# design 1

### Wiring heat map, design 1

Bar = 20 µm. The die is cut into 15 by 15 equal tiles; dark blue is low, red is high, scaled to the fullest tile. Values are wire area over tile area, all layers added.
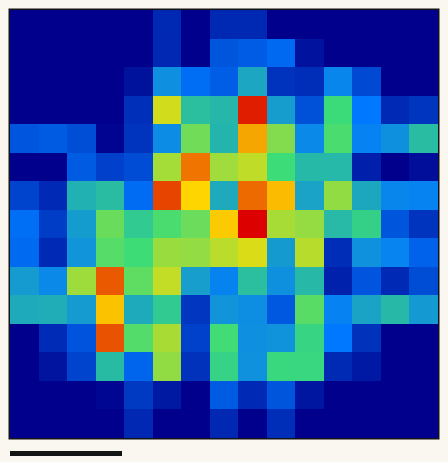

## config.mk

```make
export PLATFORM = sky130hd
export DESIGN_NAME = bd_rx_sync_fifo_flat
export DESIGN_NICKNAME = d
export VERILOG_FILES = /design/src/rtl/bd_rx_sync_fifo_if.sv /design/src/rtl/bd_rx_sync_fifo.sv /design/src/flat_wrapper.sv
export SDC_FILE = /design/constraint.sdc
export NUM_CORES = 1
export LEC_CHECK = 0
export CAP_MARGIN = 20
export CORE_MARGIN = 8
export CORE_UTILIZATION = 48
export DETAILED_ROUTE_END_ITERATION = 16
export MAX_ROUTING_LAYER = met4
export PLACE_DENSITY = 0.74
export SLEW_MARGIN = 20
export SYNTH_ARGS = -nofsm -noshare
export SYNTH_HDL_FRONTEND = slang
export SYNTH_SLANG_ARGS = --single-unit
```

## constraint.sdc

```tcl
create_clock -name clk -period 2.4 [get_ports clk]
set_input_delay 0.48 -clock clk [delete_from_list [all_inputs] [get_ports clk]]
set_output_delay 0.48 -clock clk [all_outputs]
set_load 0.02 [all_outputs]
```

## src/rtl/bd_rx_sync_fifo_if.sv

```systemverilog
// Bundle of the two channels that bd_rx_sync_fifo terminates.
//   Upstream 4-phase bundled-data side: lreq, lack, ldata.
//   Downstream synchronous side: out_valid, out_ready, out_data, count.
// modport master : the receiver FIFO (acks upstream, sources the valid/ready stream).
// modport slave  : the surrounding environment (upstream BD stage + downstream consumer).
interface bd_rx_sync_fifo_if #(
   parameter int WIDTH = 8,
   parameter int DEPTH = 4
);
   localparam int COUNT_W = $clog2(DEPTH + 1);

   logic               lreq;
   logic               lack;
   logic [WIDTH-1:0]   ldata;
   logic               out_valid;
   logic               out_ready;
   logic [WIDTH-1:0]   out_data;
   logic [COUNT_W-1:0] count;

   modport master (
      input  lreq, ldata, out_ready,
      output lack, out_valid, out_data, count
   );

   modport slave (
      output lreq, ldata, out_ready,
      input  lack, out_valid, out_data, count
   );
endinterface

```

## src/rtl/bd_rx_sync_fifo.sv

```systemverilog
// Clocked receiver for a 4-phase bundled-data channel. lreq is synchronized
// into clk, each token is captured into a show-ahead FIFO and presented on a
// valid/ready port. Backpressure to the async pipeline is applied by not
// raising lack while the FIFO is full.
// Ports:
//   clk  - receiver clock
//   rst  - synchronous, active-high reset
//   bus  - bd_rx_sync_fifo_if.master (lreq/lack/ldata in, out_valid/out_ready/
//          out_data/count out)
module bd_rx_sync_fifo #(
   parameter int WIDTH       = 8,
   parameter int DEPTH       = 4,
   parameter int SYNC_STAGES = 2
) (
   input  logic                 clk,
   input  logic                 rst,
   bd_rx_sync_fifo_if.master    bus
);
   localparam int PTR_W   = $clog2(DEPTH);
   localparam int COUNT_W = $clog2(DEPTH + 1);

   typedef enum logic {
      IDLE,
      ACKED
   } state_t;

   state_t               state, state_nxt;
   logic [SYNC_STAGES-1:0] sync;
   logic                 lreq_s;
   logic                 lack_q, lack_nxt;
   logic                 push, pop, full;
   logic [PTR_W-1:0]     wptr, rptr;
   logic [COUNT_W-1:0]   count_q;
   logic [WIDTH-1:0]     mem [DEPTH];

   // lreq synchronizer; only lreq is metastability-exposed, ldata is
   // bundled and already stable by the time lreq_s goes high.
   always_ff @(posedge clk) begin
      if (rst) sync <= '0;
      else     sync <= {sync[SYNC_STAGES-2:0], bus.lreq};
   end

   assign lreq_s = sync[SYNC_STAGES-1];

   // Fullness uses registered count: a pop this cycle frees space only
   // from the next edge onward.
   assign full = (count_q == COUNT_W'(DEPTH));
   assign pop  = (count_q != '0) && bus.out_ready;

   always_ff @(posedge clk) begin
      if (rst) begin
         state  <= IDLE;
         lack_q <= 1'b0;
      end else begin
         state  <= state_nxt;
         lack_q <= lack_nxt;
      end
   end

   always_comb begin
      state_nxt = state;
      lack_nxt  = lack_q;
      push      = 1'b0;
      case (state)
         IDLE: begin
            if (lreq_s && !full) begin
               push      = 1'b1;
               lack_nxt  = 1'b1;
               state_nxt = ACKED;
            end
         end
         ACKED: begin
            if (!lreq_s) begin
               lack_nxt  = 1'b0;
               state_nxt = IDLE;
            end
         end
         default: begin
            lack_nxt  = 1'b0;
            state_nxt = IDLE;
         end
      endcase
   end

   always_ff @(posedge clk) begin
      if (rst) begin
         wptr    <= '0;
         rptr    <= '0;
         count_q <= '0;
      end else begin
         if (push) wptr <= wptr + PTR_W'(1);
         if (pop)  rptr <= rptr + PTR_W'(1);
         case ({push, pop})
            2'b10:   count_q <= count_q + COUNT_W'(1);
            2'b01:   count_q <= count_q - COUNT_W'(1);
            default: count_q <= count_q;
         endcase
      end
   end

   // Storage is not reset; contents are meaningless while count is zero.
   always_ff @(posedge clk) begin
      if (push) mem[wptr] <= bus.ldata;
   end

   assign bus.lack      = lack_q;
   assign bus.out_valid = (count_q != '0);
   assign bus.out_data  = mem[rptr];
   assign bus.count     = count_q;
endmodule

```

## src/flat_wrapper.sv

```systemverilog
// flat-port wrapper written by rule: the top's interface ports become plain ports
module bd_rx_sync_fifo_flat 
#(
   parameter int WIDTH       = 8,
   parameter int DEPTH       = 4,
   parameter int SYNC_STAGES = 2
)
  (clk, rst, bus_lreq, bus_ldata, bus_out_ready, bus_lack, bus_out_valid, bus_out_data, bus_count);
  bd_rx_sync_fifo_if #(.WIDTH(WIDTH), .DEPTH(DEPTH)) bus_i ();
  input  logic clk;
  input  logic rst;
  input wire logic [$bits(bus_i.lreq)-1:0] bus_lreq;
  input wire logic [$bits(bus_i.ldata)-1:0] bus_ldata;
  input wire logic [$bits(bus_i.out_ready)-1:0] bus_out_ready;
  output wire logic [$bits(bus_i.lack)-1:0] bus_lack;
  output wire logic [$bits(bus_i.out_valid)-1:0] bus_out_valid;
  output wire logic [$bits(bus_i.out_data)-1:0] bus_out_data;
  output wire logic [$bits(bus_i.count)-1:0] bus_count;
  assign bus_i.lreq = bus_lreq;
  assign bus_i.ldata = bus_ldata;
  assign bus_i.out_ready = bus_out_ready;
  assign bus_lack = bus_i.lack;
  assign bus_out_valid = bus_i.out_valid;
  assign bus_out_data = bus_i.out_data;
  assign bus_count = bus_i.count;
  bd_rx_sync_fifo #(.WIDTH(WIDTH), .DEPTH(DEPTH), .SYNC_STAGES(SYNC_STAGES)) u_core (.clk(clk), .rst(rst), .bus(bus_i));
endmodule
```

# design 2

--- src/rtl/mips_pkg.sv ---
// mips_pkg: shared opcode, funct, ALU and select encodings plus FSM states for the multicycle MIPS control.
package mips_pkg;
  localparam logic [5:0] OP_RTYPE = 6'b000000;
  localparam logic [5:0] OP_LW    = 6'b100011;
  localparam logic [5:0] OP_SW    = 6'b101011;
  localparam logic [5:0] OP_BEQ   = 6'b000100;
  localparam logic [5:0] OP_ADDI  = 6'b001000;
  localparam logic [5:0] OP_J     = 6'b000010;
  localparam logic [5:0] FN_ADD = 6'b100000;
  localparam logic [5:0] FN_SUB = 6'b100010;
  localparam logic [5:0] FN_AND = 6'b100100;
  localparam logic [5:0] FN_OR  = 6'b100101;
  localparam logic [1:0] ALU_ADD = 2'b00;
  localparam logic [1:0] ALU_SUB = 2'b01;
  localparam logic [1:0] ALU_AND = 2'b10;
  localparam logic [1:0] ALU_OR  = 2'b11;
  localparam logic [1:0] SRCB_B    = 2'b00;
  localparam logic [1:0] SRCB_4    = 2'b01;
  localparam logic [1:0] SRCB_IMM  = 2'b10;
  localparam logic [1:0] SRCB_IMM4 = 2'b11;
  localparam logic [1:0] PC_ALU    = 2'b00;
  localparam logic [1:0] PC_ALUOUT = 2'b01;
  localparam logic [1:0] PC_JUMP   = 2'b10;
  typedef enum logic [3:0] {
    S_FETCH = 4'd0, S_DECODE = 4'd1, S_MEMADR = 4'd2, S_MEMRD = 4'd3,
    S_MEMWB = 4'd4, S_MEMWR = 4'd5, S_EXEC = 4'd6, S_ALUWB = 4'd7,
    S_BRANCH = 4'd8, S_ADDIEX = 4'd9, S_ADDIWB = 4'd10, S_JUMP = 4'd11
  } state_t;
  typedef enum logic [1:0] {CLS_ADD, CLS_SUB, CLS_FN} alu_cls_t;
endpackage

--- src/rtl/multicycle_control_if.sv ---
// multicycle_control_if: control-to-datapath bundle; master is the control FSM, slave the datapath.
interface multicycle_control_if #(parameter int OPW = 6, parameter int STW = 4);
  logic [OPW-1:0] opcode;
  logic [OPW-1:0] funct;
  logic zero;
  logic mem_ready;
  logic [1:0] alu_load;
  logic alu_src_a;
  logic [1:0] alu_src_b;
  logic [1:0] pc_src;
  logic pc_en;
  logic iord;
  logic mem_write;
  logic ir_write;
  logic reg_write;
  logic reg_dst;
  logic mem_to_reg;
  logic illegal;
  logic [STW-1:0] state;
  modport master (
    input opcode, funct, zero, mem_ready,
    output alu_load, alu_src_a, alu_src_b, pc_src, pc_en, iord, mem_write,
    ir_write, reg_write, reg_dst, mem_to_reg, illegal, state
  );
  modport slave (
    output opcode, funct, zero, mem_ready,
    input alu_load, alu_src_a, alu_src_b, pc_src, pc_en, iord, mem_write,
    ir_write, reg_write, reg_dst, mem_to_reg, illegal, state
  );
endinterface

--- src/rtl/alu_decoder.sv ---
// alu_decoder: selects the ALU op from the state class (fixed add/sub or funct-driven) and flags unsupported funct.
module alu_decoder
  import mips_pkg::*;
#(parameter int OPW = 6) (
  input  logic [OPW-1:0] funct,
  input  alu_cls_t       cls,
  output logic [1:0]     alu_load,
  output logic           bad_funct
);
  logic [1:0] fn_op;
  always_comb begin
    fn_op = funct == FN_SUB ? ALU_SUB : funct == FN_AND ? ALU_AND : funct == FN_OR ? ALU_OR : ALU_ADD;
    bad_funct = !(funct inside {FN_ADD, FN_SUB, FN_AND, FN_OR});
    alu_load = cls == CLS_FN ? fn_op : cls == CLS_SUB ? ALU_SUB : ALU_ADD;
  end
endmodule

--- src/rtl/multicycle_control.sv ---
// multicycle_control: main control FSM of the multicycle MIPS datapath (fetch/decode/execute/memory/writeback).
module multicycle_control
  import mips_pkg::*;
#(parameter int OPW = 6, parameter int STW = 4) (
  input logic clk,
  input logic rst,
  multicycle_control_if.master bus
);
  state_t cur, nxt;
  alu_cls_t cls;
  logic bad_funct, pc_en, ir_write, reg_write, mem_write, illegal;
  alu_decoder #(.OPW(OPW)) u_dec (.funct(bus.funct), .cls(cls), .alu_load(bus.alu_load), .bad_funct(bad_funct));
  always_ff @(posedge clk or posedge rst)
    if (rst) cur <= S_FETCH;
    else cur <= nxt;
  always_comb begin
    nxt = S_FETCH;
    cls = CLS_ADD;
    bus.alu_src_a = 1'b0;
    bus.alu_src_b = SRCB_B;
    bus.pc_src = PC_ALU;
    bus.iord = 1'b0;
    bus.reg_dst = 1'b0;
    bus.mem_to_reg = 1'b0;
    pc_en = 1'b0;
    ir_write = 1'b0;
    reg_write = 1'b0;
    mem_write = 1'b0;
    illegal = 1'b0;
    case (cur)
      S_FETCH: begin
        bus.alu_src_b = SRCB_4;
        ir_write = bus.mem_ready;
        pc_en = bus.mem_ready;
        nxt = bus.mem_ready ? S_DECODE : S_FETCH;
      end
      S_DECODE: begin
        bus.alu_src_b = SRCB_IMM4;
        nxt = (bus.opcode == OP_LW || bus.opcode == OP_SW) ? S_MEMADR :
              bus.opcode == OP_RTYPE ? (bad_funct ? S_FETCH : S_EXEC) :
              bus.opcode == OP_BEQ ? S_BRANCH : bus.opcode == OP_ADDI ? S_ADDIEX :
              bus.opcode == OP_J ? S_JUMP : S_FETCH;
        illegal = nxt == S_FETCH;
      end
      S_MEMADR: begin
        bus.alu_src_a = 1'b1;
        bus.alu_src_b = SRCB_IMM;
        nxt = bus.opcode == OP_LW ? S_MEMRD : S_MEMWR;
      end
      S_MEMRD: begin
        bus.iord = 1'b1;
        nxt = bus.mem_ready ? S_MEMWB : S_MEMRD;
      end
      S_MEMWB: begin
        reg_write = 1'b1;
        bus.mem_to_reg = 1'b1;
      end
      S_MEMWR: begin
        bus.iord = 1'b1;
        mem_write = 1'b1;
        nxt = bus.mem_ready ? S_FETCH : S_MEMWR;
      end
      S_EXEC: begin
        bus.alu_src_a = 1'b1;
        cls = CLS_FN;
        nxt = S_ALUWB;
      end
      S_ALUWB: begin
        reg_write = 1'b1;
        bus.reg_dst = 1'b1;
      end
      S_BRANCH: begin
        bus.alu_src_a = 1'b1;
        cls = CLS_SUB;
        bus.pc_src = PC_ALUOUT;
        pc_en = bus.zero;
      end
      S_ADDIEX: begin
        bus.alu_src_a = 1'b1;
        bus.alu_src_b = SRCB_IMM;
        nxt = S_ADDIWB;
      end
      S_ADDIWB: reg_write = 1'b1;
      S_JUMP: begin
        bus.pc_src = PC_JUMP;
        pc_en = 1'b1;
      end
      default: nxt = S_FETCH;
    endcase
  end
  // Reset holds the state in FETCH, whose enables follow mem_ready, so gate them directly.
  assign bus.pc_en = pc_en & ~rst;
  assign bus.ir_write = ir_write & ~rst;
  assign bus.reg_write = reg_write & ~rst;
  assign bus.mem_write = mem_write & ~rst;
  assign bus.illegal = illegal & ~rst;
  assign bus.state = STW'(cur);
endmodule

--- src/flat_wrapper.sv ---
// flat-port wrapper written by rule: the top's interface ports become plain ports
module multicycle_control_flat import mips_pkg::*;
#(parameter int OPW = 6, parameter int STW = 4)
  (clk, rst, bus_opcode, bus_funct, bus_zero, bus_mem_ready, bus_alu_load, bus_alu_src_a, bus_alu_src_b, bus_pc_src, bus_pc_en, bus_iord, bus_mem_write, bus_ir_write, bus_reg_write, bus_reg_dst, bus_mem_to_reg, bus_illegal, bus_state);
  multicycle_control_if #(.OPW(OPW), .STW(STW)) bus_i ();
  input logic clk;
  input logic rst;
  input wire logic [$bits(bus_i.opcode)-1:0] bus_opcode;
  input wire logic [$bits(bus_i.funct)-1:0] bus_funct;
  input wire logic [$bits(bus_i.zero)-1:0] bus_zero;
  input wire logic [$bits(bus_i.mem_ready)-1:0] bus_mem_ready;
  output wire logic [$bits(bus_i.alu_load)-1:0] bus_alu_load;
  output wire logic [$bits(bus_i.alu_src_a)-1:0] bus_alu_src_a;
  output wire logic [$bits(bus_i.alu_src_b)-1:0] bus_alu_src_b;
  output wire logic [$bits(bus_i.pc_src)-1:0] bus_pc_src;
  output wire logic [$bits(bus_i.pc_en)-1:0] bus_pc_en;
  output wire logic [$bits(bus_i.iord)-1:0] bus_iord;
  output wire logic [$bits(bus_i.mem_write)-1:0] bus_mem_write;
  output wire logic [$bits(bus_i.ir_write)-1:0] bus_ir_write;
  output wire logic [$bits(bus_i.reg_write)-1:0] bus_reg_write;
  output wire logic [$bits(bus_i.reg_dst)-1:0] bus_reg_dst;
  output wire logic [$bits(bus_i.mem_to_reg)-1:0] bus_mem_to_reg;
  output wire logic [$bits(bus_i.illegal)-1:0] bus_illegal;
  output wire logic [$bits(bus_i.state)-1:0] bus_state;
  assign bus_i.opcode = bus_opcode;
  assign bus_i.funct = bus_funct;
  assign bus_i.zero = bus_zero;
  assign bus_i.mem_ready = bus_mem_ready;
  assign bus_alu_load = bus_i.alu_load;
  assign bus_alu_src_a = bus_i.alu_src_a;
  assign bus_alu_src_b = bus_i.alu_src_b;
  assign bus_pc_src = bus_i.pc_src;
  assign bus_pc_en = bus_i.pc_en;
  assign bus_iord = bus_i.iord;
  assign bus_mem_write = bus_i.mem_write;
  assign bus_ir_write = bus_i.ir_write;
  assign bus_reg_write = bus_i.reg_write;
  assign bus_reg_dst = bus_i.reg_dst;
  assign bus_mem_to_reg = bus_i.mem_to_reg;
  assign bus_illegal = bus_i.illegal;
  assign bus_state = bus_i.state;
  multicycle_control #(.OPW(OPW), .STW(STW)) u_core (.clk(clk), .rst(rst), .bus(bus_i));
endmodule
--- config.mk ---
export PLATFORM = sky130hd
export DESIGN_NAME = multicycle_control_flat
export DESIGN_NICKNAME = d
export VERILOG_FILES = /design/src/rtl/mips_pkg.sv /design/src/rtl/multicycle_control_if.sv /design/src/rtl/alu_decoder.sv /design/src/rtl/multicycle_control.sv /design/src/flat_wrapper.sv
export SDC_FILE = /design/constraint.sdc
export NUM_CORES = 1
export LEC_CHECK = 0
export CAP_MARGIN = 20
export CELL_PAD_IN_SITES_DETAIL_PLACEMENT = 0
export CELL_PAD_IN_SITES_GLOBAL_PLACEMENT = 1
export CORE_MARGIN = 5
export CORE_UTILIZATION = 27
export CTS_CLUSTER_DIAMETER = 200
export DETAILED_ROUTE_END_ITERATION = 6
export PLACE_DENSITY = 0.91
export SLEW_MARGIN = 25
export SYNTH_ARGS = -nofsm -noshare
export SYNTH_HDL_FRONTEND = slang
export SYNTH_SLANG_ARGS = --single-unit
--- constraint.sdc ---
create_clock -name clk -period 3.1 [get_ports clk]
set_input_delay 0.93 -clock clk [delete_from_list [all_inputs] [get_ports clk]]
set_output_delay 0.93 -clock clk [all_outputs]
set_load 0.1 [all_outputs]
### Routing congestion map, design 1

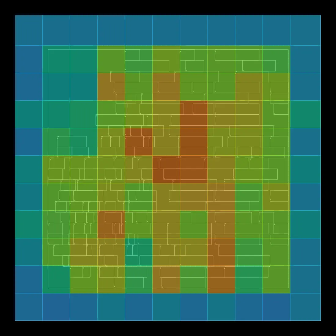
GRT busiest layer: met2
global-route met1 utilization: 11.0%
met3 Use GR: 4.95%
average routed wire per standard cell: 15.5 µm

### Cell area per tile, design 1

Bar = 20 µm. The die is cut into 8 by 8 equal tiles; dark blue is low, red is high, 0 to 100% covered.
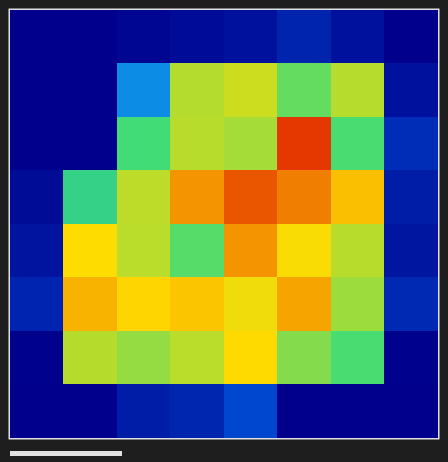
mean over tiles: 38%
densest ninth of the die: center
emptiest ninth of the die: upper left
fullest tile: 94%
nearly empty tiles: 23%
tiles over 75% full: 17%
standard cell core area: 3610 µm²
final standard cell utilization of the core: 62.8%
starting density of the core: 49.0%

About 'Wiring heat map' of design 1:
fullest tile: 0.31
mean over tiles: 0.078
densest ninth of the die: center
emptiest ninth of the die: upper left
Tot GR Track Use: 10.8%
WL final: 2930 µm
routed via count: 951

==> results.txt, design 1 <==
Implementation run completed; key figures follow.

Run status:
- The run finished with clean final reports.

Power and ir drop:
- In this run the power density over the cells is 853 nW/µm².
- The run gives the worst supply voltage drop on vdd as 0.453 mV.

Timing:
- The run gives the count of final max-slew check failures as 0.
- For this run, the final setup violation count is recorded as 0.
- The highest clock rate this design can be run at is 435 MHz.
- The run gives the worst hold-check slack as roughly 440 ps.
- The run puts the post-route clock skew at 8.71 ps.
- The run gives the slew at the pin closest to its max-slew limit as 458 ps.

Drt:
- The run puts the total DRC errors in the routed layout at 0.
- The run gives the routed length on met2 as 1510 µm.
- The run gives the number of design-rule violations left by the first detailed-router iteration as 35.

Synth:
- The synthesis run shows multiplexers occupying between 10% and 20% of the cell area.
- The run gives the post-synthesis share of cell area spent on and-or and or-and gates as 2.62%.
- Yosys reports that the most numerous cell types are 32 x sky130_fd_sc_hd__edfxtp_1, 13 x sky130_fd_sc_hd__dfxtp_1, 9 x sky130_fd_sc_hd__nor2_1.
- The most common cell in the synthesized netlist is sky130_fd_sc_hd__edfxtp_1.

Place:
- The run gives the area after detailed placement as between 2000 and 2500 µm².

Clock network:
- The run gives the clock latency reported for the late side of the worst-skew pair as roughly 290 ps.
- For reference, the clock transition at the flip-flops on the worst setup and hold paths is 80 ps.

Layout:
- Of the total standard cell area in the layout, the multi-input combinational portion is a little under a quarter.
- The layout report lists the non-clock buffer share of cell area as 14.2%.
- The final report lists a non-filler cell total of around 190.
- The run puts the number of nets in the final layout at 158.
- The run gives the register share of the cell area as 54.1%.

Floorplanning:
- After floorplanning, the core was divided into 22 placement rows.

Run:
- The run gives the count of tool warnings as 29.

Critical path:
- For this design, the slowest cell found on the critical path is sky130_fd_sc_hd__or3_2.

Global route:
- After global routing the overflow that remains totals 0.

Hold path:
- The min-delay analysis places its worst path in the category reg -> reg.
### Routing congestion map, design 2

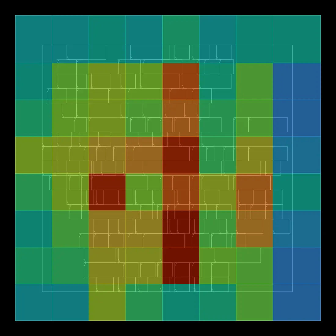
final standard cell utilization of the core: 63.4%
GRT busiest layer: met2
global-route met1 utilization: 17.7%
Tot GR Track Use: 14.7%
met3 Use GR: 3.39%

### Drive-strength map, design 2

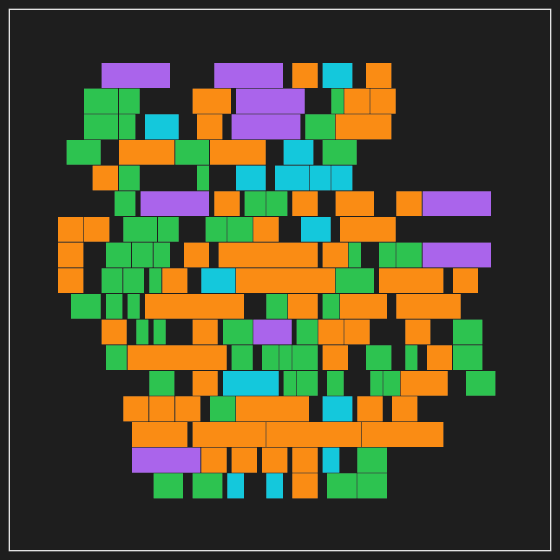
| color | size | cells | share |
|---|---|---|---|
| orange | _3 and _4 cells | 56 | 41% |
| cyan | _2 cells | 14 | 10% |
| green | _0 and _1 cells | 59 | 43% |
| purple | _6 and larger | 9 | 6.5% |
cell area after layout: 1380 µm²
non-clock buffer total of the final layout: 57
final worst setup slack: 84.3 ps

==> results.txt, design 2 <==
Implementation run completed; key figures follow.

Timing:
- The run gives the worst hold-check slack as 691 ps.
- The run puts the count of final max-slew check failures at 0.

Synth:
- Among all flip-flop cells after synthesis, the most frequent one is sky130_fd_sc_hd__dfrtp_1.
- The run puts the top cell type's share of synthesized area at 16.6%.

Critical path:
- The STA report counts the stages on the worst setup path as 6.
- STA classifies the critical path startpoint as a primary input.
- The run gives the endpoint of the most critical setup path as bus_illegal.
- Per STA, the worst path accumulates the most delay in the family buffers and inverters.
- The slowest stage of the critical path belongs to the cell sky130_fd_sc_hd__dlygate4sd2_1.
- The run puts the worst-path maximum fanout at 2.

Layout:
- The run puts the register share of the cell area at 8.36%.
- The run gives the fraction of final layout cells sized beyond drive strength 1 as 57.2%.
- The run puts the number of non-filler instances in the completed layout at 166.

Clock network:
- The run puts the count of hold buffers inserted by post-cts repair at 0.
- The run gives the buffer count from post-CTS setup fixing as 4.
- The run gives the root buffer cell as sky130_fd_sc_hd__clkbuf_4.
- The run puts the number of buffers between clock root and the deepest sink at 2.

Power and ir drop:
- The run puts the internal power at 205 µW.
- The run gives the top contributor to total power as combinational cells.
- The run gives the power after layout as between 400 and 500 µW.

Run status:
- The flow ran to the end, and the final reports show no timing, DRC or antenna violations.

Global route:
- The run puts the total congestion overflow at 0.

Floorplanning:
- The run gives the number of cell rows as 17.

==> screenshots <==
Cells colored by class.
Plate I
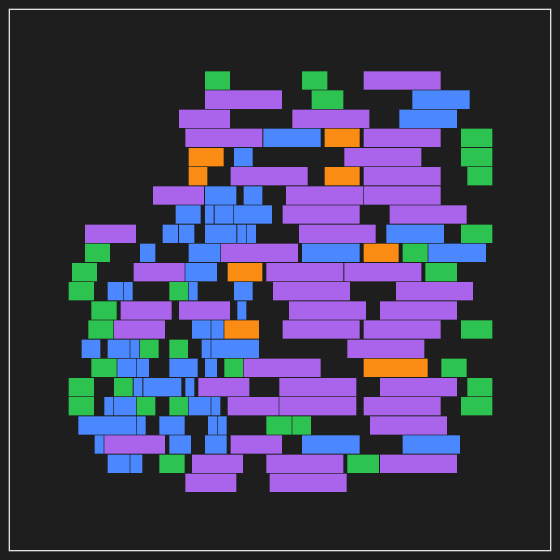
Plate II
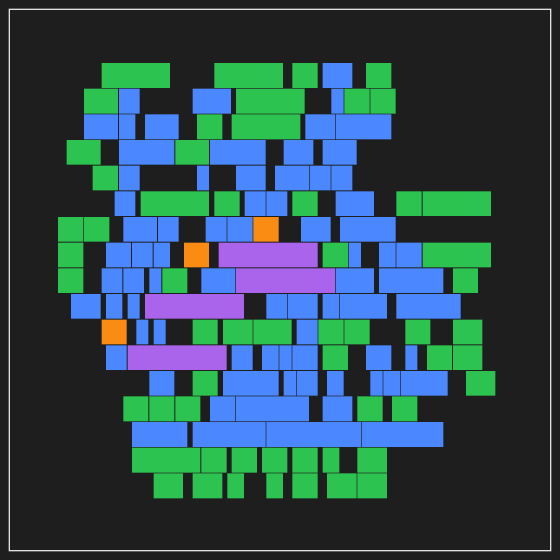
The one with the most sequential cells is Plate I.
- design 1 = Plate I
- design 2 = Plate II

Key to Plate II:
| color | class | cells | share of their area |
|---|---|---|---|
| blue | combinational and other logic | 74 | 49% |
| orange | clock drivers | 3 | 1.7% |
| green | other buffers and delay cells | 57 | 40% |
| purple | flops | 4 | 8.6% |


Power is estimated from default activity; no workload was simulated.
